######## zuart_sdram_loader ########
zuart_sdram_loader/cell_classes.png
Scale: 6 px per µm.
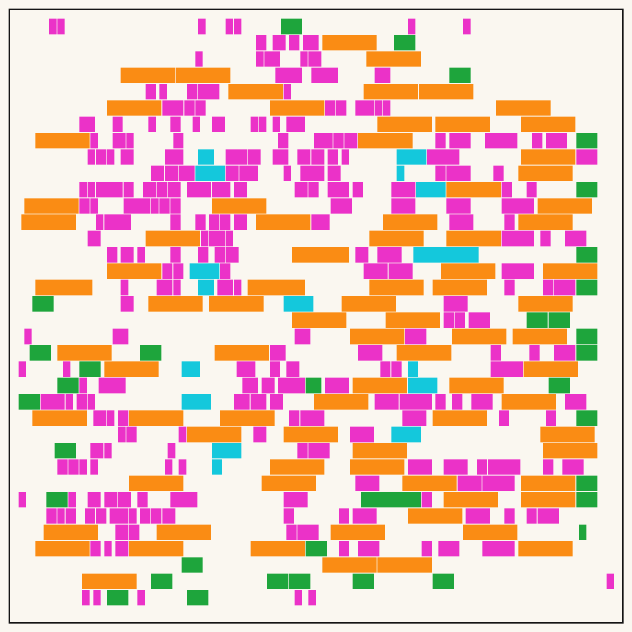

File: config.mk
export PLATFORM = sky130hd
export DESIGN_NAME = zuart_sdram_loader
export DESIGN_NICKNAME = d
export VERILOG_FILES = /design/src/rtl/zuart_sdram_loader.sv
export SDC_FILE = /design/constraint.sdc
export NUM_CORES = 1
export LEC_CHECK = 0
export CAP_MARGIN = 20
export CORE_UTILIZATION = 40
export CTS_BUF_LIST = sky130_fd_sc_hd__clkbuf_8
export CTS_CLUSTER_SIZE = 40
export DETAILED_ROUTE_END_ITERATION = 8
export PLACE_DENSITY = 0.57
export RECOVER_POWER = 50
export SLEW_MARGIN = 10
export SYNTH_ARGS = -nofsm -noshare
export SYNTH_HDL_FRONTEND = slang
export SYNTH_SLANG_ARGS = --single-unit
File: constraint.sdc
create_clock -name clock1 -period 5.2 [get_ports clock1]
set_input_delay 0.52 -clock clock1 [delete_from_list [all_inputs] [get_ports clock1]]
set_output_delay 0.52 -clock clock1 [all_outputs]
set_load 0.02 [all_outputs]
File: src/rtl/zuart_sdram_loader.sv
`default_nettype none
// ============================================================================
// Module   : zuart_sdram_loader
// Purpose  : 8N1 UART receiver that pairs bytes into 16-bit words and writes
//            them into an SDRAM frame buffer through the call/done handshake.
// Revision : 1.0 - initial release
// ============================================================================
module zuart_sdram_loader #(
  parameter int          BAUD_DIV    = 1157,
  parameter int          FRAME_WORDS = 512,
  parameter logic [23:0] BASE_ADDR   = 24'd0
) (
  input  logic        clock1,
  input  logic        rst_n,
  input  logic        RXD,
  output logic [23:0] oAddr,
  output logic [15:0] oData,
  output logic [1:0]  oCall,
  input  logic [1:0]  iDone,
  output logic        oFrameDone,
  output logic        oErr,
  output logic        oOvr,
  output logic        oBusy
);

  localparam int CNT_W = (BAUD_DIV > 2) ? $clog2(BAUD_DIV) : 1;
  localparam int IDX_W = (FRAME_WORDS > 1) ? $clog2(FRAME_WORDS) : 1;
  localparam logic [CNT_W-1:0] C_HALF_M1  = CNT_W'(BAUD_DIV / 2 - 1);
  localparam logic [CNT_W-1:0] C_FULL_M1  = CNT_W'(BAUD_DIV - 1);
  localparam logic [IDX_W-1:0] C_LAST_IDX = IDX_W'(FRAME_WORDS - 1);

  typedef enum logic [1:0] {RX_IDLE, RX_START, RX_DATA, RX_STOP} rx_state_t;
  typedef enum logic [1:0] {W_IDLE, W_REQ, W_GAP} wr_state_t;

  rx_state_t        rx_state_q, rx_state_d;
  wr_state_t        w_state_q, w_state_d;
  logic             rxd_meta_q, rxd_sync_q, rxd_prev_q;
  logic [CNT_W-1:0] cnt_q, cnt_d;
  logic [2:0]       bit_q, bit_d;
  logic [7:0]       shreg_q, shreg_d;
  logic             phase_q, phase_d;
  logic [7:0]       hi_q, hi_d;
  logic [IDX_W-1:0] idx_q, idx_d;
  logic [15:0]      data_q, data_d;
  logic             pend_q, pend_d;
  logic [15:0]      pend_word_q, pend_word_d;
  logic             err_q, err_d;
  logic             ovr_q, ovr_d;
  logic             fd_q, fd_d;

  logic             w_byte_valid;
  logic             w_frame_err;
  logic             w_word_done;
  logic [15:0]      w_word;
  logic             w_unused_done0;

  assign w_unused_done0 = iDone[0];

  always_ff @(posedge clock1 or negedge rst_n) begin
    if (!rst_n) begin
      rxd_meta_q  <= 1'b1;
      rxd_sync_q  <= 1'b1;
      rxd_prev_q  <= 1'b1;
      rx_state_q  <= RX_IDLE;
      cnt_q       <= '0;
      bit_q       <= '0;
      shreg_q     <= '0;
      phase_q     <= 1'b0;
      hi_q        <= '0;
      w_state_q   <= W_IDLE;
      idx_q       <= '0;
      data_q      <= '0;
      pend_q      <= 1'b0;
      pend_word_q <= '0;
      err_q       <= 1'b0;
      ovr_q       <= 1'b0;
      fd_q        <= 1'b0;
    end else begin
      rxd_meta_q  <= RXD;
      rxd_sync_q  <= rxd_meta_q;
      rxd_prev_q  <= rxd_sync_q;
      rx_state_q  <= rx_state_d;
      cnt_q       <= cnt_d;
      bit_q       <= bit_d;
      shreg_q     <= shreg_d;
      phase_q     <= phase_d;
      hi_q        <= hi_d;
      w_state_q   <= w_state_d;
      idx_q       <= idx_d;
      data_q      <= data_d;
      pend_q      <= pend_d;
      pend_word_q <= pend_word_d;
      err_q       <= err_d;
      ovr_q       <= ovr_d;
      fd_q        <= fd_d;
    end
  end

  // Receiver: all sampling is done on the synchronised line.
  always_comb begin
    rx_state_d   = rx_state_q;
    cnt_d        = cnt_q;
    bit_d        = bit_q;
    shreg_d      = shreg_q;
    w_byte_valid = 1'b0;
    w_frame_err  = 1'b0;
    case (rx_state_q)
      RX_IDLE: begin
        if (rxd_prev_q && !rxd_sync_q) begin
          rx_state_d = RX_START;
          cnt_d      = '0;
          bit_d      = '0;
        end
      end
      RX_START: begin
        if (cnt_q == C_HALF_M1) begin
          cnt_d      = '0;
          rx_state_d = rxd_sync_q ? RX_IDLE : RX_DATA;
        end else begin
          cnt_d = cnt_q + 1'b1;
        end
      end
      RX_DATA: begin
        if (cnt_q == C_FULL_M1) begin
          cnt_d   = '0;
          shreg_d = {rxd_sync_q, shreg_q[7:1]};
          if (bit_q == 3'd7) begin
            rx_state_d = RX_STOP;
          end else begin
            bit_d = bit_q + 1'b1;
          end
        end else begin
          cnt_d = cnt_q + 1'b1;
        end
      end
      RX_STOP: begin
        if (cnt_q == C_FULL_M1) begin
          cnt_d        = '0;
          rx_state_d   = RX_IDLE;
          w_byte_valid = rxd_sync_q;
          w_frame_err  = !rxd_sync_q;
        end else begin
          cnt_d = cnt_q + 1'b1;
        end
      end
      default: rx_state_d = RX_IDLE;
    endcase
  end

  assign w_word_done = w_byte_valid && phase_q;
  assign w_word      = {hi_q, shreg_q};

  // Byte pairing and write sequencing.
  always_comb begin
    phase_d     = phase_q;
    hi_d        = hi_q;
    w_state_d   = w_state_q;
    idx_d       = idx_q;
    data_d      = data_q;
    pend_d      = pend_q;
    pend_word_d = pend_word_q;
    err_d       = err_q | w_frame_err;
    ovr_d       = ovr_q;
    fd_d        = 1'b0;

    if (w_byte_valid) begin
      phase_d = !phase_q;
      if (!phase_q) begin
        hi_d = shreg_q;
      end
    end

    case (w_state_q)
      W_IDLE: begin
        if (pend_q) begin
          data_d    = pend_word_q;
          pend_d    = 1'b0;
          w_state_d = W_REQ;
        end
      end
      W_REQ: begin
        if (iDone[1]) begin
          w_state_d = W_GAP;
          fd_d      = (idx_q == C_LAST_IDX);
          idx_d     = (idx_q == C_LAST_IDX) ? '0 : idx_q + 1'b1;
        end
      end
      W_GAP:   w_state_d = W_IDLE;
      default: w_state_d = W_IDLE;
    endcase

    // A word finishing as the current write completes is parked, not dropped.
    if (w_word_done) begin
      if (w_state_q == W_IDLE && !pend_q) begin
        data_d    = w_word;
        w_state_d = W_REQ;
      end else if (w_state_q == W_REQ && iDone[1] && !pend_q) begin
        pend_d      = 1'b1;
        pend_word_d = w_word;
      end else begin
        ovr_d = 1'b1;
      end
    end
  end

  assign oAddr      = BASE_ADDR + 24'(idx_q);
  assign oData      = data_q;
  assign oCall      = {(w_state_q == W_REQ), 1'b0};
  assign oFrameDone = fd_q;
  assign oErr       = err_q;
  assign oOvr       = ovr_q;
  assign oBusy      = (rx_state_q != RX_IDLE) || (w_state_q != W_IDLE) || pend_q;

endmodule
`default_nettype wire

######## ddr3_req_queue ########
File: src/rtl/ddr3_req_queue_pkg.sv
// rtl/ddr3_req_queue_pkg.sv - shared DDR3 request types and CPU address field positions
// Contents:
//   geometry localparams (address, row, bank, column, burst widths)
//   CPU byte-address field positions for column / bank / row
//   ddr3_req_t : a decoded request as it sits in the queue
package ddr3_req_queue_pkg;

    localparam int ADDR_MCTRL = 32;
    localparam int DQ_BITS    = 16;
    localparam int BURST_L    = 4;
    localparam int DATA_BITS  = BURST_L * DQ_BITS;
    localparam int ROW_BITS   = 14;
    localparam int BA_BITS    = 3;
    localparam int COL_BITS   = 10;

    // Column keeps addr[9:3] and forces the low three bits to zero,
    // so every command is burst aligned.
    localparam int COL_LSB  = 3;
    localparam int COL_MSB  = 9;
    localparam int BANK_LSB = 10;
    localparam int BANK_MSB = 12;
    localparam int ROW_LSB  = 13;
    localparam int ROW_MSB  = 26;

    typedef struct packed {
        logic                 we;
        logic [ROW_BITS-1:0]  row;
        logic [BA_BITS-1:0]   bank;
        logic [COL_BITS-1:0]  col;
        logic [DATA_BITS-1:0] wdata;
    } ddr3_req_t;

endpackage

File: src/rtl/ddr3_addr_decode.sv
// rtl/ddr3_addr_decode.sv - combinational CPU byte address to row/bank/column split
// Ports:
//   addr : CPU byte address
//   row  : row address field
//   bank : bank address field
//   col  : burst-aligned column address
//   err  : address lies above the highest mapped bit
module ddr3_addr_decode
    import ddr3_req_queue_pkg::*;
#(
    parameter int MAX_ROW_ADDR_MSB = 26
) (
    input  logic [ADDR_MCTRL-1:0] addr,
    output logic [ROW_BITS-1:0]   row,
    output logic [BA_BITS-1:0]    bank,
    output logic [COL_BITS-1:0]   col,
    output logic                  err
);

    // The three byte-offset bits inside a burst carry no information here.
    logic unused_addr_bits;
    assign unused_addr_bits = ^addr[COL_LSB-1:0];

    assign col  = {addr[COL_MSB:COL_LSB], 3'b000};
    assign bank = addr[BANK_MSB:BANK_LSB];
    assign row  = addr[ROW_MSB:ROW_LSB];

    // Shift form stays legal even when the mapped region covers all 32 bits.
    assign err = (addr >> (MAX_ROW_ADDR_MSB + 1)) != '0;

endmodule

File: src/rtl/ddr3_req_queue.sv
// rtl/ddr3_req_queue.sv - in-order CPU request queue feeding the DDR3 controller FSM
// Ports:
//   clock, reset_n                       : clock, synchronous active-low reset
//   i_req_valid/o_req_ready              : CPU request handshake
//   i_req_we/i_req_addr/i_req_wdata      : CPU request payload
//   o_cmd_valid/i_cmd_ready              : decoded command handshake to controller
//   o_cmd_we/row/bank/col/wdata          : registered head-of-queue command
//   o_count                              : current occupancy
//   o_addr_err                           : one-cycle pulse for a dropped out-of-range request
module ddr3_req_queue
    import ddr3_req_queue_pkg::*;
#(
    parameter int DEPTH            = 4,
    parameter int MAX_ROW_ADDR_MSB = 26
) (
    input  logic                         clock,
    input  logic                         reset_n,
    input  logic                         i_req_valid,
    output logic                         o_req_ready,
    input  logic                         i_req_we,
    input  logic [ADDR_MCTRL-1:0]        i_req_addr,
    input  logic [DATA_BITS-1:0]         i_req_wdata,
    output logic                         o_cmd_valid,
    input  logic                         i_cmd_ready,
    output logic                         o_cmd_we,
    output logic [ROW_BITS-1:0]          o_cmd_row,
    output logic [BA_BITS-1:0]           o_cmd_bank,
    output logic [COL_BITS-1:0]          o_cmd_col,
    output logic [DATA_BITS-1:0]         o_cmd_wdata,
    output logic [$clog2(DEPTH):0]       o_count,
    output logic                         o_addr_err
);

    localparam int PW = $clog2(DEPTH);
    localparam int CW = PW + 1;

    typedef enum logic {S_EMPTY, S_HOLD} state_t;

    state_t              state;
    ddr3_req_t           mem [DEPTH];
    ddr3_req_t           new_req;
    ddr3_req_t           head_d;
    ddr3_req_t           head_q;
    logic [PW-1:0]       wr_ptr;
    logic [PW-1:0]       rd_ptr;
    logic [PW-1:0]       next_rd;
    logic [CW-1:0]       count;
    logic [CW-1:0]       next_count;
    logic [ROW_BITS-1:0] dec_row;
    logic [BA_BITS-1:0]  dec_bank;
    logic [COL_BITS-1:0] dec_col;
    logic                dec_err;
    logic                accept;
    logic                push;
    logic                pop;

    ddr3_addr_decode #(
        .MAX_ROW_ADDR_MSB(MAX_ROW_ADDR_MSB)
    ) u_decode (
        .addr (i_req_addr),
        .row  (dec_row),
        .bank (dec_bank),
        .col  (dec_col),
        .err  (dec_err)
    );

    assign new_req = '{we: i_req_we, row: dec_row, bank: dec_bank,
                       col: dec_col, wdata: i_req_wdata};

    // An out-of-range request still completes its handshake; it just never lands.
    assign accept = i_req_valid & o_req_ready;
    assign push   = accept & ~dec_err;
    assign pop    = o_cmd_valid & i_cmd_ready;

    always_comb begin
        next_rd    = pop ? rd_ptr + PW'(1) : rd_ptr;
        next_count = count + CW'(push) - CW'(pop);
        // The entry being written this edge becomes the head when the queue
        // is otherwise empty after the pop; storage has not caught it yet.
        head_d     = (push && (wr_ptr == next_rd)) ? new_req : mem[next_rd];
    end

    // Storage carries no reset; stale contents are unreachable once pointers clear.
    always_ff @(posedge clock) begin
        if (push) begin
            mem[wr_ptr] <= new_req;
        end
    end

    always_ff @(posedge clock) begin
        if (!reset_n) begin
            state       <= S_EMPTY;
            o_cmd_valid <= 1'b0;
            o_addr_err  <= 1'b0;
            o_req_ready <= 1'b0;
            wr_ptr      <= '0;
            rd_ptr      <= '0;
            count       <= '0;
            head_q      <= '0;
        end else begin
            wr_ptr      <= wr_ptr + PW'(push);
            rd_ptr      <= next_rd;
            count       <= next_count;
            o_req_ready <= next_count != CW'(DEPTH);
            o_addr_err  <= accept & dec_err;
            case (state)
                S_EMPTY: begin
                    if (push) begin
                        state       <= S_HOLD;
                        o_cmd_valid <= 1'b1;
                        head_q      <= head_d;
                    end
                end
                S_HOLD: begin
                    if (next_count == '0) begin
                        state       <= S_EMPTY;
                        o_cmd_valid <= 1'b0;
                    end else begin
                        head_q      <= head_d;
                    end
                end
                default: begin
                    state       <= S_EMPTY;
                    o_cmd_valid <= 1'b0;
                end
            endcase
        end
    end

    assign o_cmd_we    = head_q.we;
    assign o_cmd_row   = head_q.row;
    assign o_cmd_bank  = head_q.bank;
    assign o_cmd_col   = head_q.col;
    assign o_cmd_wdata = head_q.wdata;
    assign o_count     = count;

endmodule

File: config.mk
export PLATFORM = sky130hd
export DESIGN_NAME = ddr3_req_queue
export DESIGN_NICKNAME = d
export VERILOG_FILES = /design/src/rtl/ddr3_req_queue_pkg.sv /design/src/rtl/ddr3_addr_decode.sv /design/src/rtl/ddr3_req_queue.sv
export SDC_FILE = /design/constraint.sdc
export NUM_CORES = 1
export LEC_CHECK = 0
export CAP_MARGIN = 10
export CORE_MARGIN = 4
export CORE_UTILIZATION = 40
export CTS_CLUSTER_DIAMETER = 50
export CTS_CLUSTER_SIZE = 28
export DETAILED_ROUTE_END_ITERATION = 10
export GPL_ROUTABILITY_DRIVEN = 1
export PLACE_DENSITY = 0.7
export SYNTH_ARGS = -nofsm -noshare
export SYNTH_HDL_FRONTEND = slang
export SYNTH_SLANG_ARGS = --single-unit
File: constraint.sdc
create_clock -name clock -period 10.34 [get_ports clock]
set_clock_uncertainty 0.05 [all_clocks]
set_input_delay 2.068 -clock clock [delete_from_list [all_inputs] [get_ports clock]]
set_output_delay 2.068 -clock clock [all_outputs]
set_load 0.05 [all_outputs]

==> gallery <==
Close-up of the layout.
picture 1
Region (154, 154) to (204, 204) µm. Cells in gray, sequential cells in the stronger gray; small squares are vias.
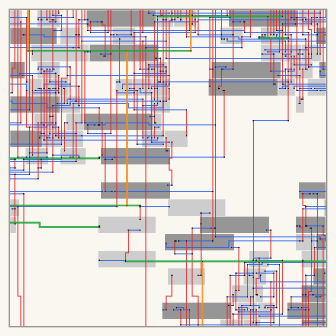
picture 2
Region (52, 52) to (102, 102) µm. Cells in gray, sequential cells in the stronger gray; small squares are vias.
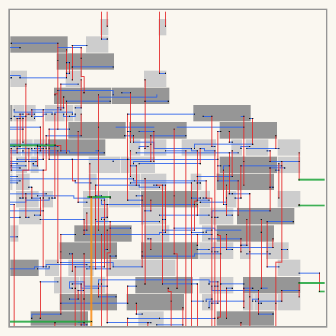
For zuart_sdram_loader, see picture 2.
For ddr3_req_queue, see picture 1.

ddr3_req_queue/pins.png
Scale: 1.5 px per µm. Pins as bars across the die edge, other pins in gray.
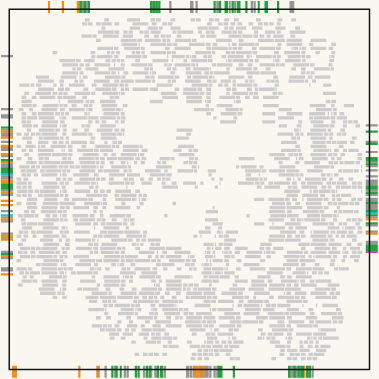
- o_cmd_we: magenta (pins 1; direction output; edge right)
- o_cmd_bank: cyan (pins 3; direction output; edge 2 left, 1 right)
- i_req_addr: orange (pins 32; direction input; edge 15 left, 11 bottom, 4 top, 2 right)
- o_cmd_wdata: green (pins 64; direction output; edge 21 bottom, 19 top, 15 right, 9 left)

==> results.sh, ddr3_req_queue <==
# flow metrics
export IMPL_ys_cells=1510
export IMPL_outcome="complete, no violations"
export IMPL_grt_max_degree=99
export IMPL_cp_top_family="buffers and inverters"
export IMPL_ys_flop_type="edfxtp_1"
export IMPL_synth_avg_cell_area_um2=14.2
export IMPL_worstPathRequired_ps=10780
export IMPL_numClockSinks=456
export IMPL_layout_drive_gt1_share=0.0928
export IMPL_place_area_mm2=0.0237
export IMPL_portBuffers=192
export IMPL_postCtsSetupBuffers=0
export IMPL_synth_area_mm2=0.0214
export IMPL_rows=84
export IMPL_pg_comb_uw=129
export IMPL_p_seq_mw=1.98
export IMPL_fin_area_mm2=0.0254
export IMPL_gp_congestion=0.695
export IMPL_holdPathStages=1
-- ddr3_req_queue: sequential cells by signal, summed over array words and instances (netlist names) --
signal and count:
state 1, o_cmd_valid 1, o_cmd_bank 3, o_req_ready 1, o_cmd_col 7, o_cmd_we 1, o_cmd_row 14, mem 356
o_addr_err 1, wr_ptr 2, o_count 3, o_cmd_wdata 64, rd_ptr 2
-- ddr3_req_queue: per-layer routing --
| layer | share of wire | track usage | vias to the layer above |
|---|---|---|---|
| li1 | - | - | 6353 |
| met1 | 0.42 | 0.225 | 7115 |
| met2 | 0.50 | 0.317 | 387 |
| met3 | 0.056 | 0.0380 | 96 |
| met4 | 0.023 | 0.0540 | 6 |
| met5 | 0.00096 | 0 | - |
-- ddr3_req_queue: worst reg2reg max path, stage by stage (launching register included) --
cell,delay (ps)
dfxtp_4,670
nand2_4,130
inv_6,390
ha_1,340
inv_1,60
ha_1,130
inv_1,50
fa_1,380
xnor3_1,420
nor4b_2,250
a21oi_1,110
nor2_4,870
buf_12,360
o2bb2ai_1,210
-- ddr3_req_queue: metrics by stage --
stage,cells,util
floorplan,1512,-
global placement,2257,0.449
detailed placement,2257,0.449
CTS,2348,0.481
global route,2349,0.481
finish,2351,0.481
zuart_sdram_loader/pins.png
Scale: 4 px per µm. Pins as bars across the die edge, other pins in gray.
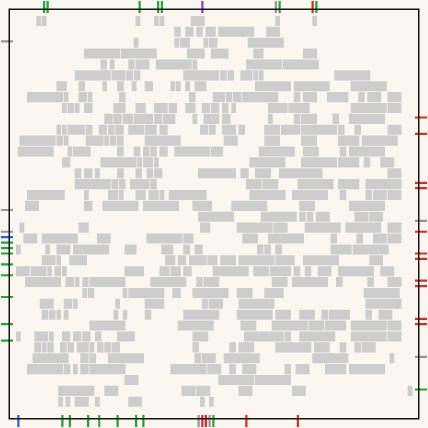
- oAddr: green (pins 24; direction output; edge 8 left, 8 bottom, 7 top, 1 right)
- oBusy: purple (pins 1; direction output; edge top)
- oData: red (pins 16; direction output; edge 11 right, 4 bottom, 1 top)
- iDone: blue (pins 2; direction input; edge 1 bottom, 1 left)
- all pins by edge: 15 bottom, 14 right, 12 left, 10 top

About zuart_sdram_loader/cell_classes.png:
- clock drivers and dummy loads: cyan (cells 16)
- flops: orange (cells 83)
- other buffers and delay cells: green (cells 35)
- all other logic: magenta (cells 265)

==> results.sh, zuart_sdram_loader <==
# flow metrics
export IMPL_crit_path_start="cnt_q[3]"
export IMPL_fp_dieW_um=102
export IMPL_cts_root_buf="clkbuf_8"
export IMPL_top_power_group="registers"
export IMPL_reg2reg_from="cnt_q[3]"
export IMPL_grt_max_degree=84
export IMPL_diodes=0
export IMPL_outcome="complete, no violations"
export IMPL_htree_levels=3
export IMPL_portBuffers=33
export IMPL_synth_avg_cell_area_um2=11.0
export IMPL_ys_seq_share=0.520
export IMPL_dr_pass1_iters=4
export IMPL_top_logic_kind="multiplexers"
export IMPL_yosysTopAreaCellShare=0.500
export IMPL_max_cap_violations=0
export IMPL_cts_clk_slew_worst_paths_ps=80
export IMPL_critical_path_arrival_ps=3380
export IMPL_netlist_cell_type_count=46
export IMPL_period_needed_ps=3160
export IMPL_chipArea_mm2=0.0104
export IMPL_path_depth=4
==> zuart_sdram_loader: cell type report <==
type | count | area, µm² | area share
sequential | 83 | 2080 | 0.454
inverter | 10 | 37.5 | 0.00819
multi-input combinational | 255 | 1750 | 0.381
clock buffer | 9 | 124 | 0.0270
timing repair buffer | 35 | 359 | 0.0784
clock inverter | 7 | 67.6 | 0.0147
tap | 133 | 166 | 0.0363
==> zuart_sdram_loader: metal layers <==
metal,share of wire,track usage,vias up
li1,-,-,1339
met5,0,0,-
met2,0.47,0.250,42
met4,0.012,0.0626,0
met1,0.49,0.229,1350
met3,0.027,0.0260,7
==> zuart_sdram_loader: through the flow <==
step / cell area (µm²) / util / std cells / hold slack, ps
floorplan: 4060 / - / 380 / 224
global placement: 4370 / 0.449 / 515 / 361
detailed placement: 4370 / 0.449 / 515 / 362
CTS: 4560 / 0.469 / 531 / 374
global route: 4580 / 0.471 / 532 / 382
finish: 4580 / 0.471 / 532 / 322
==> zuart_sdram_loader: kinds of logic (layout without fill, tap and decap cells) <==
logic type,Yosys count,count (layout)
compound gates,73,73
xor+xnor,1,1
fa+ha+maj,7,7
buf+inv,42,61
flops,83,83
mux,51,51
other cells,1,16
simple gates,107,107

######## pdm_cic_decimator ########
pdm_cic_decimator/met3.png
Scale: 1 px per µm. Cells faint in the background.
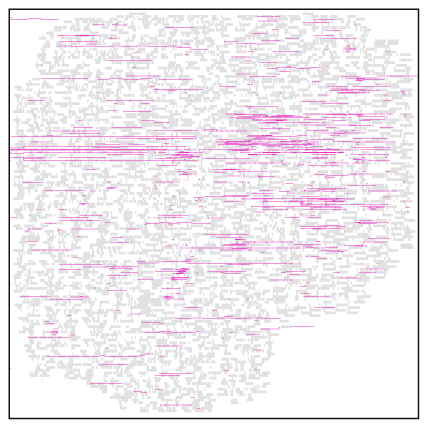

`src/rtl/pdm_cic_decimator.sv`:
```
// Per-channel 3rd-order CIC decimator turning 1-bit PDM streams into a time-multiplexed PCM stream.
// Optional build macro CIC_EXT_DEC_EN: decimation ticks come from rising edges of dec_in.
module pdm_cic_decimator #(
    parameter int CHANNELS = 8,
    parameter int DECIM    = 64,
    parameter int OUT_W    = 16,
    localparam int ACC_W   = 3 * $clog2(DECIM) + 1,
    localparam int CH_W    = (CHANNELS > 1) ? $clog2(CHANNELS) : 1
) (
    input  logic                    clk,
    input  logic                    rst,
    input  logic [CHANNELS-1:0]     pdm_in,
    input  logic                    dec_in,
    output logic                    pcm_valid,
    input  logic                    pcm_ready,
    output logic [CH_W-1:0]         pcm_ch,
    output logic signed [OUT_W-1:0] pcm_data,
    output logic                    frame_start,
    output logic                    overrun
);

    typedef enum logic {IDLE, DRAIN} state_t;

    logic [ACC_W-1:0] int1_q [CHANNELS];
    logic [ACC_W-1:0] int2_q [CHANNELS];
    logic [ACC_W-1:0] int3_q [CHANNELS];
    logic [ACC_W-1:0] snap_q [CHANNELS];
    logic [ACC_W-1:0] d1_q   [CHANNELS];
    logic [ACC_W-1:0] d2_q   [CHANNELS];
    logic [ACC_W-1:0] d3_q   [CHANNELS];

    state_t                  state_q, state_d;
    logic [CH_W-1:0]         ch_q, ch_d;
    logic                    out_valid_q, out_valid_d;
    logic [CH_W-1:0]         out_ch_q, out_ch_d;
    logic signed [OUT_W-1:0] out_data_q, out_data_d;
    logic                    overrun_q, overrun_d;
    logic                    tick, snap_en, load;
    logic [ACC_W-1:0]        c1, c2, c3;

    // Removes the unipolar mid-scale offset, then keeps the top OUT_W bits (truncating arithmetic shift).
    function automatic logic signed [OUT_W-1:0] scale_comb(input logic [ACC_W-1:0] comb);
        logic signed [ACC_W-1:0] centred;
        centred = signed'(comb - (ACC_W'(1) << (ACC_W - 2)));
        return centred[ACC_W-1:ACC_W-OUT_W];
    endfunction

`ifdef CIC_EXT_DEC_EN
    logic dec_q, tick_q;

    always_ff @(posedge clk) begin
        if (rst) begin
            dec_q  <= 1'b0;
            tick_q <= 1'b0;
        end else begin
            dec_q  <= dec_in;
            tick_q <= dec_in & ~dec_q;
        end
    end

    assign tick = tick_q;
`else
    localparam int CNT_W = $clog2(DECIM);
    logic [CNT_W-1:0] cnt_q;
    logic             unused_dec;

    always_ff @(posedge clk) begin
        if (rst) cnt_q <= '0;
        else     cnt_q <= cnt_q + CNT_W'(1);
    end

    assign tick       = (cnt_q == CNT_W'(DECIM - 1));
    assign unused_dec = dec_in;
`endif

    // Integrator stage: free-running every clock, wrap-around cancels in the combs.
    always_ff @(posedge clk) begin
        for (int c = 0; c < CHANNELS; c++) begin
            if (rst) begin
                int1_q[c] <= '0;
                int2_q[c] <= '0;
                int3_q[c] <= '0;
            end else begin
                int1_q[c] <= int1_q[c] + {{(ACC_W-1){1'b0}}, pdm_in[c]};
                int2_q[c] <= int2_q[c] + int1_q[c];
                int3_q[c] <= int3_q[c] + int2_q[c];
            end
        end
    end

    always_comb begin
        c1 = snap_q[ch_q] - d1_q[ch_q];
        c2 = c1 - d2_q[ch_q];
        c3 = c2 - d3_q[ch_q];
    end

    assign load = (state_q == DRAIN) && (!out_valid_q || pcm_ready);

    always_comb begin
        state_d     = state_q;
        ch_d        = ch_q;
        out_valid_d = out_valid_q && !pcm_ready;
        out_ch_d    = out_ch_q;
        out_data_d  = out_data_q;
        overrun_d   = overrun_q;
        snap_en     = 1'b0;
        if (tick) begin
            if (state_q == IDLE && !out_valid_q) begin
                snap_en = 1'b1;
                ch_d    = '0;
                state_d = DRAIN;
            end else begin
                overrun_d = 1'b1;
            end
        end
        if (load) begin
            out_valid_d = 1'b1;
            out_ch_d    = ch_q;
            out_data_d  = scale_comb(c3);
            ch_d        = ch_q + CH_W'(1);
            if (ch_q == CH_W'(CHANNELS - 1)) begin
                ch_d    = '0;
                state_d = IDLE;
            end
        end
    end

    // Snapshot / comb-delay stage: a channel's delays advance only when its result is loaded.
    always_ff @(posedge clk) begin
        if (rst) begin
            for (int c = 0; c < CHANNELS; c++) begin
                snap_q[c] <= '0;
                d1_q[c]   <= '0;
                d2_q[c]   <= '0;
                d3_q[c]   <= '0;
            end
        end else begin
            if (snap_en) begin
                for (int c = 0; c < CHANNELS; c++) snap_q[c] <= int3_q[c];
            end
            if (load) begin
                d1_q[ch_q] <= snap_q[ch_q];
                d2_q[ch_q] <= c1;
                d3_q[ch_q] <= c2;
            end
        end
    end

    // Output register stage.
    always_ff @(posedge clk) begin
        if (rst) begin
            state_q     <= IDLE;
            ch_q        <= '0;
            out_valid_q <= 1'b0;
            out_ch_q    <= '0;
            out_data_q  <= '0;
            overrun_q   <= 1'b0;
        end else begin
            state_q     <= state_d;
            ch_q        <= ch_d;
            out_valid_q <= out_valid_d;
            out_ch_q    <= out_ch_d;
            out_data_q  <= out_data_d;
            overrun_q   <= overrun_d;
        end
    end

    assign pcm_valid   = out_valid_q;
    assign pcm_ch      = out_ch_q;
    assign pcm_data    = out_data_q;
    assign frame_start = out_valid_q && (out_ch_q == '0);
    assign overrun     = overrun_q;

endmodule

```
`config.mk`:
```
export PLATFORM = sky130hd
export DESIGN_NAME = pdm_cic_decimator
export DESIGN_NICKNAME = d
export VERILOG_FILES = /design/src/rtl/pdm_cic_decimator.sv
export SDC_FILE = /design/constraint.sdc
export NUM_CORES = 2
export LEC_CHECK = 0
export ABC_AREA = 1
export CORE_MARGIN = 2
export CORE_UTILIZATION = 35
export DETAILED_ROUTE_END_ITERATION = 7
export DONT_BUFFER_PORTS = 1
export GPL_ROUTABILITY_DRIVEN = 0
export GPL_TIMING_DRIVEN = 0
export MAX_ROUTING_LAYER = met4
export PLACE_DENSITY_LB_ADDON = 0.1
export SETUP_SLACK_MARGIN = 0.02
export SKIP_CTS_REPAIR_TIMING = 1
export SYNTH_ARGS = -nofsm -noshare
export SYNTH_HDL_FRONTEND = slang
export SYNTH_SLANG_ARGS = --single-unit
```
`constraint.sdc`:
```
create_clock -name clk -period 15.1 [get_ports clk]
set_input_delay 3.02 -clock clk [delete_from_list [all_inputs] [get_ports clk]]
set_output_delay 3.02 -clock clk [all_outputs]
set_load 0.02 [all_outputs]
```
######## audio_min_max_stream_flat ########
$ cat config.mk
export PLATFORM = sky130hd
export DESIGN_NAME = audio_min_max_stream_flat
export DESIGN_NICKNAME = d
export VERILOG_FILES = /design/src/rtl/audio_min_max_stream_if.sv /design/src/rtl/audio_min_max_stream.sv /design/src/flat_wrapper.sv
export SDC_FILE = /design/constraint.sdc
export NUM_CORES = 1
export LEC_CHECK = 0
export CAP_MARGIN = 20
export CORE_UTILIZATION = 59
export CTS_BUF_LIST = sky130_fd_sc_hd__clkbuf_2 sky130_fd_sc_hd__clkbuf_4 sky130_fd_sc_hd__clkbuf_8
export CTS_CLUSTER_DIAMETER = 200
export CTS_CLUSTER_SIZE = 30
export DETAILED_ROUTE_END_ITERATION = 8
export GPL_TIMING_DRIVEN = 0
export MAX_ROUTING_LAYER = met4
export PLACE_DENSITY = 0.83
export SYNTH_ARGS = -nofsm -noshare
export SYNTH_HDL_FRONTEND = slang
export SYNTH_SLANG_ARGS = --single-unit
export TNS_END_PERCENT = 20
$ cat constraint.sdc
create_clock -name clk -period 20 [get_ports clk]
set_clock_uncertainty 0.2 [all_clocks]
set_input_delay 2 -clock clk [delete_from_list [all_inputs] [get_ports clk]]
set_output_delay 2 -clock clk [all_outputs]
set_load 0.005 [all_outputs]
$ cat src/rtl/audio_min_max_stream_if.sv
// rtl/audio_min_max_stream_if.sv - sample stream handshake between source and min/max block
interface audio_min_max_stream_if #(
    parameter int DATA_W = 32
);
    logic              in_valid;
    logic [DATA_W-1:0] in_data;
    logic              in_ready;

    modport master (
        output in_valid,
        output in_data,
        input  in_ready
    );

    modport slave (
        input  in_valid,
        input  in_data,
        output in_ready
    );
endinterface

$ cat src/rtl/audio_min_max_stream.sv
// rtl/audio_min_max_stream.sv - per-channel signed min/max/peak-to-peak over an interleaved frame
module audio_min_max_stream #(
    parameter int DATA_W    = 32,
    parameter int N_SAMPLES = 100,
    parameter int CHANNELS  = 2
) (
    input  logic                           clk,
    input  logic                           reset,
    input  logic                           start,
    audio_min_max_stream_if.slave          src,
    output logic                           busy,
    output logic                           done,
    output logic [CHANNELS*DATA_W-1:0]     out_max,
    output logic [CHANNELS*DATA_W-1:0]     out_min,
    output logic [CHANNELS*(DATA_W+1)-1:0] out_p2p
);
    localparam int TOTAL = N_SAMPLES * CHANNELS;
    localparam int CNT_W = (TOTAL > 1) ? $clog2(TOTAL) : 1;
    localparam int CH_W  = (CHANNELS > 1) ? $clog2(CHANNELS) : 1;

    typedef enum logic [1:0] {IDLE, RUN, DONE} state_t;

    state_t state, next_state;

    logic [CNT_W-1:0]         cnt;
    logic [CH_W-1:0]          ch;
    logic [CHANNELS-1:0]      first;
    logic signed [DATA_W-1:0] run_min [CHANNELS];
    logic signed [DATA_W-1:0] run_max [CHANNELS];

    logic signed [DATA_W-1:0] sample;
    logic signed [DATA_W-1:0] new_min;
    logic signed [DATA_W-1:0] new_max;
    logic signed [DATA_W-1:0] fin_min [CHANNELS];
    logic signed [DATA_W-1:0] fin_max [CHANNELS];
    logic [DATA_W:0]          fin_p2p [CHANNELS];

    logic beat;
    logic last_beat;
    logic launch;

    assign sample    = $signed(src.in_data);
    assign beat      = src.in_valid && src.in_ready;
    assign last_beat = beat && (cnt == CNT_W'(TOTAL - 1));
    assign launch    = start && ((state == IDLE) || (state == DONE));

    // State register
    always_ff @(posedge clk or negedge reset) begin
        if (!reset) begin
            state <= IDLE;
        end else begin
            state <= next_state;
        end
    end

    // Next-state logic: start is only honoured outside RUN
    always_comb begin
        next_state = state;
        case (state)
            IDLE:    if (start)     next_state = RUN;
            RUN:     if (last_beat) next_state = DONE;
            DONE:    if (start)     next_state = RUN;
            default:                next_state = IDLE;
        endcase
    end

    // Status outputs decoded from the state
    always_comb begin
        busy = (state == RUN);
        done = (state == DONE);
    end

    // Ready is registered and tracks the state we are about to be in
    always_ff @(posedge clk or negedge reset) begin
        if (!reset) begin
            src.in_ready <= 1'b0;
        end else begin
            src.in_ready <= (next_state == RUN);
        end
    end

    // Updated extremes for the channel of the current beat; first sample seeds both
    always_comb begin
        new_min = run_min[ch];
        new_max = run_max[ch];
        if (first[ch]) begin
            new_min = sample;
            new_max = sample;
        end else begin
            if (sample < run_min[ch]) new_min = sample;
            if (sample > run_max[ch]) new_max = sample;
        end
    end

    // Frame bookkeeping and running extremes
    always_ff @(posedge clk or negedge reset) begin
        if (!reset) begin
            cnt   <= '0;
            ch    <= '0;
            first <= '1;
            for (int c = 0; c < CHANNELS; c++) begin
                run_min[c] <= '0;
                run_max[c] <= '0;
            end
        end else if (launch) begin
            cnt   <= '0;
            ch    <= '0;
            first <= '1;
        end else if (beat) begin
            run_min[ch] <= new_min;
            run_max[ch] <= new_max;
            first[ch]   <= 1'b0;
            ch          <= (ch == CH_W'(CHANNELS - 1)) ? '0 : ch + 1'b1;
            cnt         <= last_beat ? '0 : cnt + 1'b1;
        end
    end

    // Final results with the in-flight beat bypassed into its channel
    always_comb begin
        for (int c = 0; c < CHANNELS; c++) begin
            fin_min[c] = (CH_W'(c) == ch) ? new_min : run_min[c];
            fin_max[c] = (CH_W'(c) == ch) ? new_max : run_max[c];
            fin_p2p[c] = {fin_max[c][DATA_W-1], fin_max[c]} - {fin_min[c][DATA_W-1], fin_min[c]};
        end
    end

    // Result registers change only when a frame completes
    always_ff @(posedge clk or negedge reset) begin
        if (!reset) begin
            out_max <= '0;
            out_min <= '0;
            out_p2p <= '0;
        end else if (last_beat) begin
            for (int c = 0; c < CHANNELS; c++) begin
                out_max[c*DATA_W +: DATA_W]         <= fin_max[c];
                out_min[c*DATA_W +: DATA_W]         <= fin_min[c];
                out_p2p[c*(DATA_W+1) +: DATA_W + 1] <= fin_p2p[c];
            end
        end
    end
endmodule

$ cat src/flat_wrapper.sv
// flat-port wrapper written by rule: the top's interface ports become plain ports
module audio_min_max_stream_flat 
#(
    parameter int DATA_W    = 32,
    parameter int N_SAMPLES = 100,
    parameter int CHANNELS  = 2
)
  (clk, reset, start, busy, done, out_max, out_min, out_p2p, src_in_valid, src_in_data, src_in_ready);
  audio_min_max_stream_if #(.DATA_W(DATA_W)) src_i ();
  input  logic clk;
  input  logic reset;
  input  logic start;
  output logic busy;
  output logic done;
  output logic [CHANNELS*DATA_W-1:0] out_max;
  output logic [CHANNELS*DATA_W-1:0] out_min;
  output logic [CHANNELS*(DATA_W+1)-1:0] out_p2p;
  input wire logic [$bits(src_i.in_valid)-1:0] src_in_valid;
  input wire logic [$bits(src_i.in_data)-1:0] src_in_data;
  output wire logic [$bits(src_i.in_ready)-1:0] src_in_ready;
  assign src_i.in_valid = src_in_valid;
  assign src_i.in_data = src_in_data;
  assign src_in_ready = src_i.in_ready;
  audio_min_max_stream #(.DATA_W(DATA_W), .N_SAMPLES(N_SAMPLES), .CHANNELS(CHANNELS)) u_core (.clk(clk), .reset(reset), .start(start), .src(src_i), .busy(busy), .done(done), .out_max(out_max), .out_min(out_min), .out_p2p(out_p2p));
endmodule
######## lock_code_sender ########
--- src/rtl/lock_code_sender_pkg.sv ---
// Shared definitions for the lock serial code interface: FSM states and
// default line values, so the sender and the lock agree on encodings.
package lock_code_sender_pkg;

   typedef enum logic [1:0] {
      ST_IDLE,
      ST_SEND,
      ST_RESYNC,
      ST_DONE
   } state_t;

   localparam int unsigned DEF_CODE_LEN   = 3;
   localparam int unsigned DEF_MAX_TRY    = 3;
   localparam logic        DEF_IDLE_BIT   = 1'b0;
   localparam logic        DEF_RESYNC_BIT = 1'b1;

endpackage

--- src/rtl/lock_code_shreg.sv ---
// Loadable MSB-first shift register feeding the serial code line.
module lock_code_shreg #(
   parameter int unsigned WIDTH = 3
) (
   input  logic             clk,
   input  logic             rst,
   input  logic             load,
   input  logic             shift,
   input  logic [WIDTH-1:0] data,
   output logic             bit_out
);

   logic [WIDTH-1:0] sr;

   // Load has priority over shift; zeros are shifted in behind the word.
   always_ff @(posedge clk or posedge rst) begin
      if (rst)        sr <= '0;
      else if (load)  sr <= data;
      else if (shift) sr <= {sr[WIDTH-2:0], 1'b0};
   end

   assign bit_out = sr[WIDTH-1];

endmodule

--- src/rtl/lock_code_sender.sv ---
// Serial code transmitter for the electronic lock: sends a latched code word
// MSB first, samples the lock's Mealy response during the last bit, and
// retries with a one-cycle resync bit up to MAX_TRY attempts.
module lock_code_sender
   import lock_code_sender_pkg::*;
#(
   parameter int unsigned CODE_LEN   = DEF_CODE_LEN,
   parameter int unsigned MAX_TRY    = DEF_MAX_TRY,
   parameter logic        IDLE_BIT   = DEF_IDLE_BIT,
   parameter logic        RESYNC_BIT = DEF_RESYNC_BIT
) (
   input  logic                         clk,
   input  logic                         rst,
   input  logic                         start,
   input  logic [CODE_LEN-1:0]          code_word,
   input  logic                         open_lock,
   input  logic                         alarm,
   output logic                         code,
   output logic                         busy,
   output logic                         done,
   output logic                         success,
   output logic                         fail,
   output logic [$clog2(MAX_TRY+1)-1:0] tries,
   output logic                         alarm_seen
);

   localparam int unsigned TW = $clog2(MAX_TRY + 1);
   localparam int unsigned CW = $clog2(CODE_LEN + 1);

   state_t              state_q, state_d;
   logic [CW-1:0]       cnt_q, cnt_d;      // bits still to be put on the line
   logic [TW-1:0]       tries_q, tries_d;
   logic [CODE_LEN-1:0] word_q;
   logic                code_q, code_d;
   logic                ok_q, ok_d;
   logic                alarm_q;
   logic                accept, load, shift, bit_out;
   logic [CODE_LEN-1:0] sh_data;

   // Fresh word on accept, latched copy on every retry reload.
   assign sh_data = (state_q == ST_IDLE) ? code_word : word_q;

   lock_code_shreg #(
      .WIDTH (CODE_LEN)
   ) u_shreg (
      .clk     (clk),
      .rst     (rst),
      .load    (load),
      .shift   (shift),
      .data    (sh_data),
      .bit_out (bit_out)
   );

   // State, counters and the registered code line.
   always_ff @(posedge clk or posedge rst) begin
      if (rst) begin
         state_q <= ST_IDLE;
         cnt_q   <= '0;
         tries_q <= '0;
         code_q  <= IDLE_BIT;
         ok_q    <= 1'b0;
      end else begin
         state_q <= state_d;
         cnt_q   <= cnt_d;
         tries_q <= tries_d;
         code_q  <= code_d;
         ok_q    <= ok_d;
      end
   end

   // Latched copy of the accepted word for retries.
   always_ff @(posedge clk or posedge rst) begin
      if (rst)         word_q <= '0;
      else if (accept) word_q <= code_word;
   end

   // Sticky alarm flag, sampled while busy and cleared on a new request.
   always_ff @(posedge clk or posedge rst) begin
      if (rst)                 alarm_q <= 1'b0;
      else if (accept)         alarm_q <= 1'b0;
      else if (busy && alarm)  alarm_q <= 1'b1;
   end

   // Next-state logic. The shift register is reloaded on the rejecting edge
   // so the MSB can be driven straight out of RESYNC with no gap cycle.
   always_comb begin
      state_d = state_q;
      cnt_d   = cnt_q;
      tries_d = tries_q;
      code_d  = IDLE_BIT;
      ok_d    = ok_q;
      accept  = 1'b0;
      load    = 1'b0;
      shift   = 1'b0;
      case (state_q)
         ST_IDLE: begin
            if (start) begin
               accept  = 1'b1;
               load    = 1'b1;
               cnt_d   = CW'(CODE_LEN);
               tries_d = '0;
               ok_d    = 1'b0;
               state_d = ST_SEND;
            end
         end
         ST_SEND: begin
            if (cnt_q != '0) begin
               code_d = bit_out;
               shift  = 1'b1;
               cnt_d  = cnt_q - 1'b1;
            end else begin
               tries_d = tries_q + 1'b1;
               if (open_lock) begin
                  ok_d    = 1'b1;
                  state_d = ST_DONE;
               end else begin
                  load    = 1'b1;
                  code_d  = RESYNC_BIT;
                  state_d = ST_RESYNC;
               end
            end
         end
         ST_RESYNC: begin
            if (tries_q == TW'(MAX_TRY)) begin
               state_d = ST_DONE;
            end else begin
               code_d  = bit_out;
               shift   = 1'b1;
               cnt_d   = CW'(CODE_LEN - 1);
               state_d = ST_SEND;
            end
         end
         ST_DONE: state_d = ST_IDLE;
         default: state_d = ST_IDLE;
      endcase
   end

   assign code       = code_q;
   assign busy       = (state_q != ST_IDLE);
   assign done       = (state_q == ST_DONE);
   assign success    = done & ok_q;
   assign fail       = done & ~ok_q;
   assign tries      = tries_q;
   assign alarm_seen = alarm_q;

endmodule
--- config.mk ---
export PLATFORM = sky130hd
export DESIGN_NAME = lock_code_sender
export DESIGN_NICKNAME = d
export VERILOG_FILES = /design/src/rtl/lock_code_sender_pkg.sv /design/src/rtl/lock_code_shreg.sv /design/src/rtl/lock_code_sender.sv
export SDC_FILE = /design/constraint.sdc
export NUM_CORES = 1
export LEC_CHECK = 0
export CAP_MARGIN = 20
export CORE_MARGIN = 10
export CORE_UTILIZATION = 55
export CTS_CLUSTER_DIAMETER = 200
export CTS_CLUSTER_SIZE = 12
export DETAILED_ROUTE_END_ITERATION = 10
export GPL_ROUTABILITY_DRIVEN = 1
export PLACE_DENSITY = 0.82
export SYNTH_ARGS = -nofsm -noshare
export SYNTH_HDL_FRONTEND = slang
export SYNTH_SLANG_ARGS = --single-unit
--- constraint.sdc ---
create_clock -name clk -period 2.68 [get_ports clk]
set_clock_uncertainty 0.05 [all_clocks]
set_input_delay 0.804 -clock clk [delete_from_list [all_inputs] [get_ports clk]]
set_output_delay 0.804 -clock clk [all_outputs]
set_load 0.05 [all_outputs]
lock_code_sender/cell_classes.png
Scale: 10 px per µm.
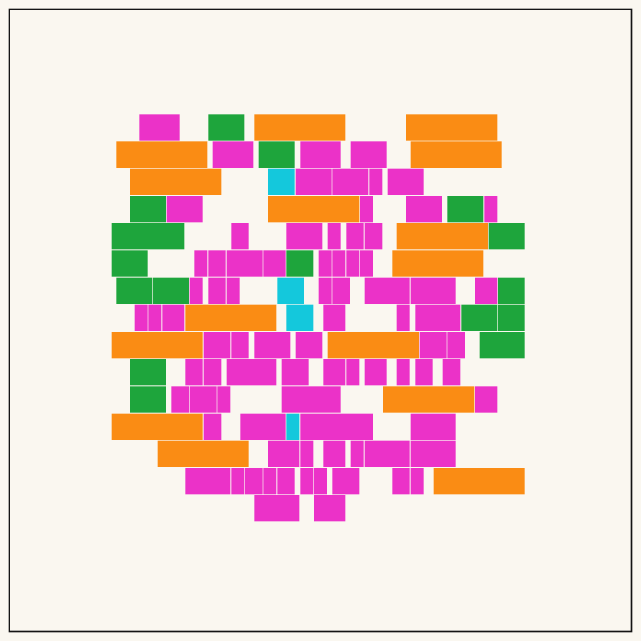
- clock drivers and dummy loads: cyan (cells 4)
- flops: orange (cells 15)
- other buffers and delay cells: green (cells 16)
- all other logic: magenta (cells 82)

lock_code_sender/met3.png
Scale: 8 px per µm. Cells faint in the background.
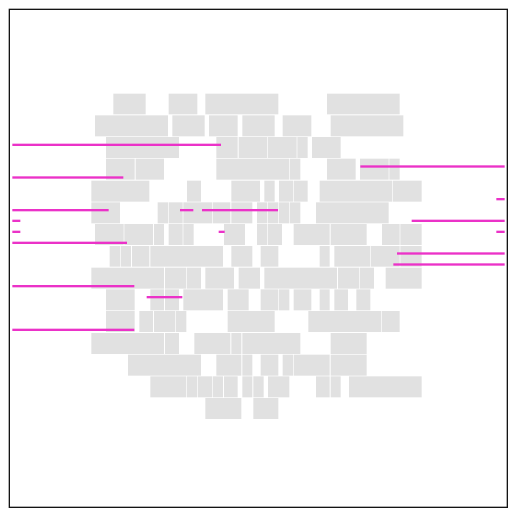
- wire length on this layer: 169 µm
- nets with wire on the layer: 17
- main direction: horizontal
- longest straight run: 25.8 µm
- share of all routed wire: 8.6%

==> results.sh, lock_code_sender <==
# flow metrics
export IMPL_outcome="complete, no violations"
export IMPL_place_area_mm2=0.00115
export IMPL_die_h_um=62.1
export IMPL_n_all_buffers=16
export IMPL_chipArea_mm2=0.00385
export IMPL_nonClkBufAreaFrac=0.140
export IMPL_wl_met3_um=168
export IMPL_netlist_top_cells_count="dfrtp_1 (15), inv_1 (13), ha_1 (9)"
export IMPL_ys_cells=100
export IMPL_postCtsSetupBuffers=0
export IMPL_via_count=744
export IMPL_cp_start_kind="flip-flop"
export IMPL_met2_length_um=842
export IMPL_critical_path_arrival_ps=1570
export IMPL_ys_chip_area_um2=973
export IMPL_cts_resized=0
export IMPL_io_pins=16
export IMPL_cts_hold_buf=0
export IMPL_path_cells="clkdlybuf4s50_1"
export IMPL_syn_inst=100
export IMPL_dr_pass1_iters=4
export IMPL_cts_clk_slew_worst_paths_ps=100
export IMPL_cts_buffer_depth=2
export IMPL_mostFrequentLayoutCells="dfrtp_1 (15), inv_1 (13), clkdlybuf4s50_1 (11)"
-- lock_code_sender: kinds of logic after synthesis --
group	Yosys count	share of synthesized area
flip-flops	15	0.386
AND/OR/NAND/NOR	27	0.145
buffers and inverters	16	0.0707
AND-OR/OR-AND	22	0.166
adder cells (fa/ha/maj)	9	0.116
multiplexers	11	0.117
-- lock_code_sender: flip-flops by register name, indices dropped and copies added (netlist names) --
| name | count |
|---|---|
| tries | 2 |
| word_q | 3 |
| state_q | 2 |
| ok_q | 1 |
| u_shreg.sr | 3 |
| code | 1 |
| alarm_seen | 1 |
| cnt_q | 2 |
-- lock_code_sender: final timing paths --
check | start | end | slack [ps] | cells past startpoint
worst max-delay path | tries[0] | tries[0] | 260 | 1
worst min-delay path | word_q[2] | word_q[2] | 470 | 1
worst max register to register | state_q[1] | u_shreg.sr[1] | 770 | 6
worst min register to register | word_q[2] | word_q[2] | 470 | 1
max in group asynchronous | rst | word_q[2] | 1370 | 2
min in group asynchronous | rst | cnt_q[0] | 820 | 2
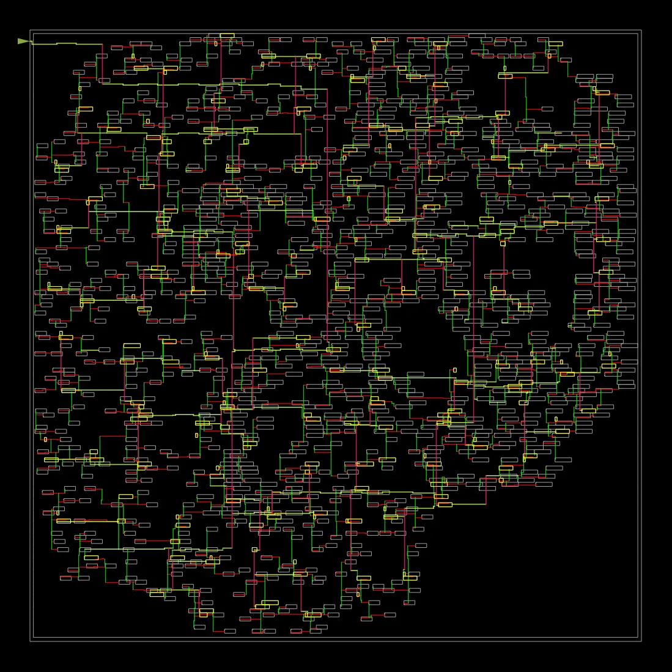
pdm_cic_decimator/final_clocks.png
clock buffers: 174
Sinks on Clock Net: 1,098
Inserted Clock Buffers: 136

pdm_cic_decimator/met4.png
Scale: 1 px per µm. Supply wires on this layer in gray. Cells faint in the background.
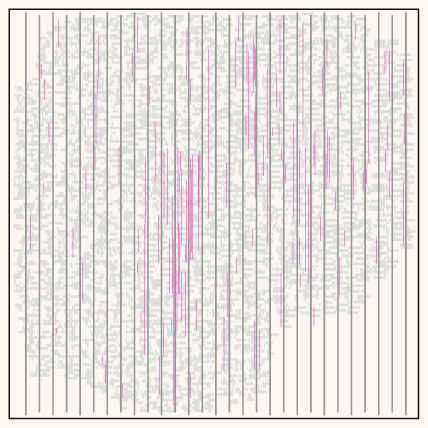
- share of all routed wire: 2.8%
- main direction: vertical

About pdm_cic_decimator/met3.png:
- share of all routed wire: 5.5%
- wire length on this layer: 10,600 µm
- nets with wire on the layer: 392
- longest straight run: 185 µm

==> results.sh, pdm_cic_decimator <==
# flow metrics
export IMPL_ys_chip_area_mm2=0.0570
export IMPL_fp_dieW_um=408
export IMPL_holdWs_ps=450
export IMPL_synth_area_mm2=0.0570
export IMPL_grt_met2_usage=0.383
export IMPL_tritoncts="yes"
export IMPL_ys_ff=1098
export IMPL_final_util=0.398
export IMPL_setup_violations=0
export IMPL_cp_end_kind="flip-flop"
export IMPL_max_cap_violations=0
export IMPL_outcome="complete, no violations"
export IMPL_fmax_mhz=105
export IMPL_synth_avg_cell_area_um2=8.53
export IMPL_logic_area_mm2=0.0253
export IMPL_top_logic_kind="AND-OR/OR-AND gates"
export IMPL_lay_top_count="nor2_1"
pdm_cic_decimator: area by class of cell:
| type | count | area share |
|---|---|---|
| flip-flops and latches | 1098 | 0.434 |
| multi-input cells | 4610 | 0.391 |
| clock buffers | 174 | 0.0572 |
| inverters | 737 | 0.0429 |
| well taps | 2175 | 0.0421 |
| plain buffers | 241 | 0.0159 |
| clock inverters | 72 | 0.0111 |
| repair buffers | 14 | 0.00527 |
| diodes | 6 | 0.000232 |
pdm_cic_decimator: sequential cells by signal (all words and copies together) (netlist names), named ones only:
signal and cells:
ch_q 3, cnt_q 6, d1_q 152, d2_q 152
d3_q 152, int1_q 152, int2_q 152, int3_q 152
overrun 1, pcm_ch 3, pcm_data 16, pcm_valid 1
snap_q 152, state_q 1
pdm_cic_decimator: worst max-delay path by stage:
stage | startpoint | endpoint | slack, ps
after floorplan | cnt_q[0] | snap_q[0][0] | 2610
after global placement | cnt_q[0] | snap_q[6][5] | -2500
after detailed placement | flip-flop | pcm_data[15] | 5730
after CTS | flip-flop | pcm_data[15] | 5690
after global routing | flip-flop | pcm_data[15] | 4850
final | flip-flop | pcm_data[15] | 5570
audio_min_max_stream_flat/met4.png
Scale: 2 px per µm. Supply wires on this layer in gray. Cells faint in the background.
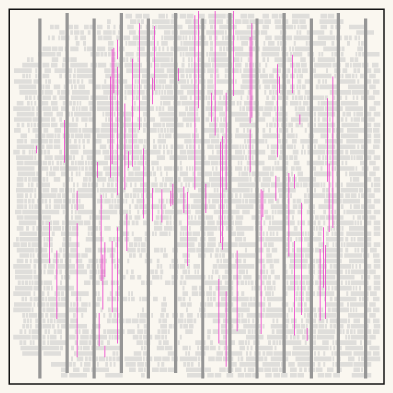
- longest straight run: 87.0 µm
- nets with wire on the layer: 55
- wire length on this layer: 2,160 µm
- share of all routed wire: 3.0%

==> results.sh, audio_min_max_stream_flat <==
# flow metrics
export IMPL_netlist_top_cells_count="nand2_1 (578), dfrtp_1 (334), o21ai_0 (291)"
export IMPL_gr_usage_met3=0.0914
export IMPL_crit_path_start="u_core.ch"
export IMPL_path_depth=34
export IMPL_cts_hold_buf=0
export IMPL_grt_max_degree=99
export IMPL_setup_slack_ps=7750
export IMPL_holdWs_ps=293
export IMPL_ys_cells=2257
export IMPL_timing_final_max_slew_violations=0
export IMPL_grt_pass1_vias=17700
export IMPL_wl_met1_mm=29.5
export IMPL_ys_seq_share=0.418
export IMPL_edf_count=0
export IMPL_area_growth_pct=16.1
export IMPL_portBuffers=232
export IMPL_period_needed_ps=12250
export IMPL_hold_viol=0
export IMPL_routed_via_density=6.46
export IMPL_path_buffers=6
export IMPL_chipArea_mm2=0.0349
export IMPL_lay_top_count="nand2_1"
export IMPL_tightest_slew_ps=1240
export IMPL_outcome="complete, no violations"
export IMPL_fmax_mhz=81.6
export IMPL_fin_area_mm2=0.0234
export IMPL_floorplan_core_util=0.600
export IMPL_synth_avg_cell_area_um2=8.92
export IMPL_io_pins=233
export IMPL_ys_sh_aoi=0.170
==> audio_min_max_stream_flat: layout make-up <==
class	instances	area (µm²)	share of cell area
diodes	2	5.00	0.000214
plain buffers	119	464	0.0199
clock buffers	18	229	0.00980
clock inverters	2	37.5	0.00161
inverters	31	116	0.00498
multi-input cells	1771	11100	0.476
flip-flops and latches	336	8410	0.360
well taps	448	561	0.0240
repair buffers	235	2410	0.103
==> audio_min_max_stream_flat: state kept, by name, summed over array words and instances, names as in the netlist <==
signal,cells
u_core.out_p2p,66
u_core.cnt,8
u_core.run_max,64
u_core.run_min,64
u_core.first,2
u_core.ch,1
u_core.src.in_ready,1
u_core.state,2
u_core.out_min,64
u_core.out_max,64

## Gallery

Pin map.
shot_01.png
Scale: 2 px per µm. Pins as bars across the die edge, other pins in gray.
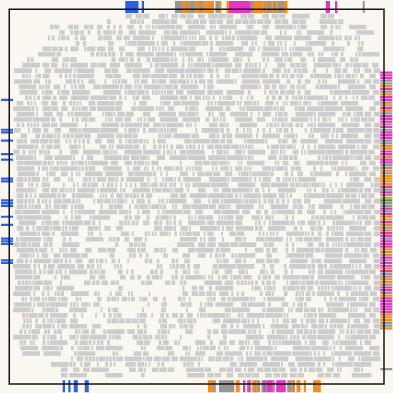
shot_02.png
Scale: 1 px per µm. Pins as bars across the die edge, other pins in gray.
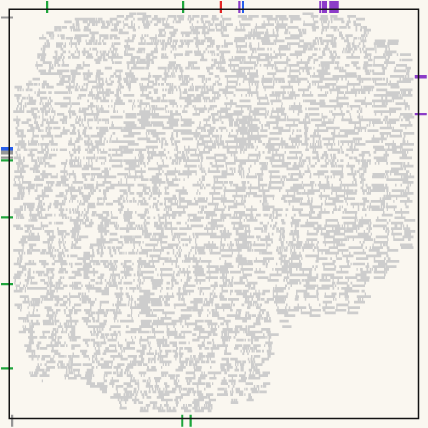
shot_03.png
Scale: 6 px per µm. Pins as bars across the die edge, other pins in gray.
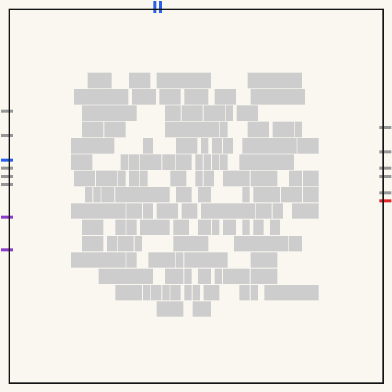
- fewest pins: shot_03.png
shot_03.png is lock_code_sender.
shot_02.png is pdm_cic_decimator.
shot_01.png is audio_min_max_stream_flat.

Key to shot_02.png:
- pcm_ch: blue (pins 3; direction output; edge 2 left, 1 top)
- pcm_data: purple (pins 16; direction output; edge 13 top, 3 right)
- pdm_in: green (pins 8; direction input; edge 4 left, 2 top, 2 bottom)
- overrun: red (pins 1; direction output; edge top)



==> gallery <==
Met3 routing.
Plate I
Scale: 2 px per µm. Cells faint in the background.
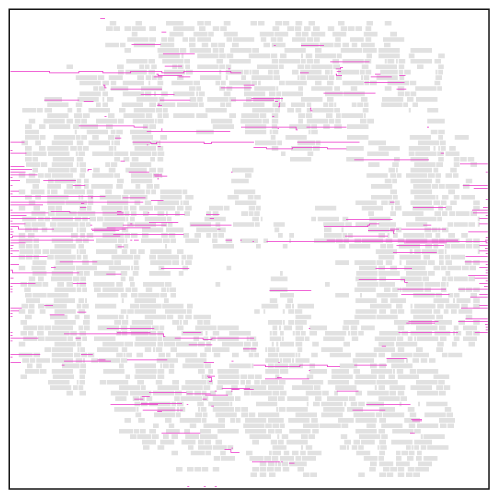
Plate II
Scale: 2 px per µm. Cells faint in the background.
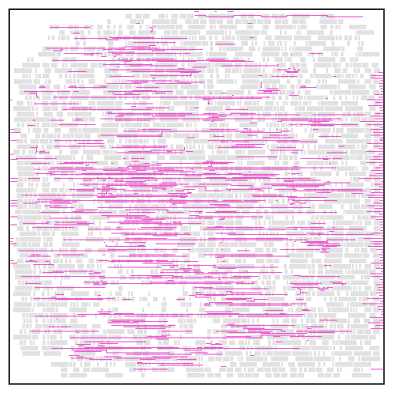
Plate III
Scale: 4 px per µm. Cells faint in the background.
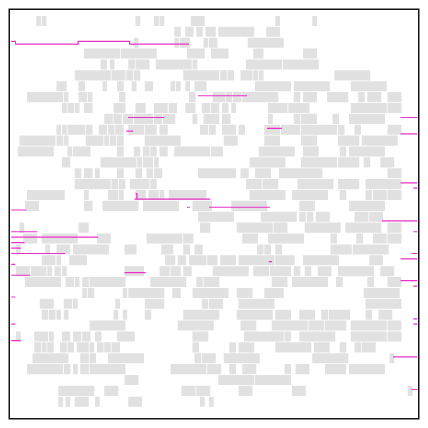
For zuart_sdram_loader, see Plate III.
For ddr3_req_queue, see Plate I.
For audio_min_max_stream_flat, see Plate II.

Key to Plate I:
- main direction: horizontal
- wire length on this layer: 2,970 µm

Power figures rest on the tool's default switching activity, not on a simulated workload.
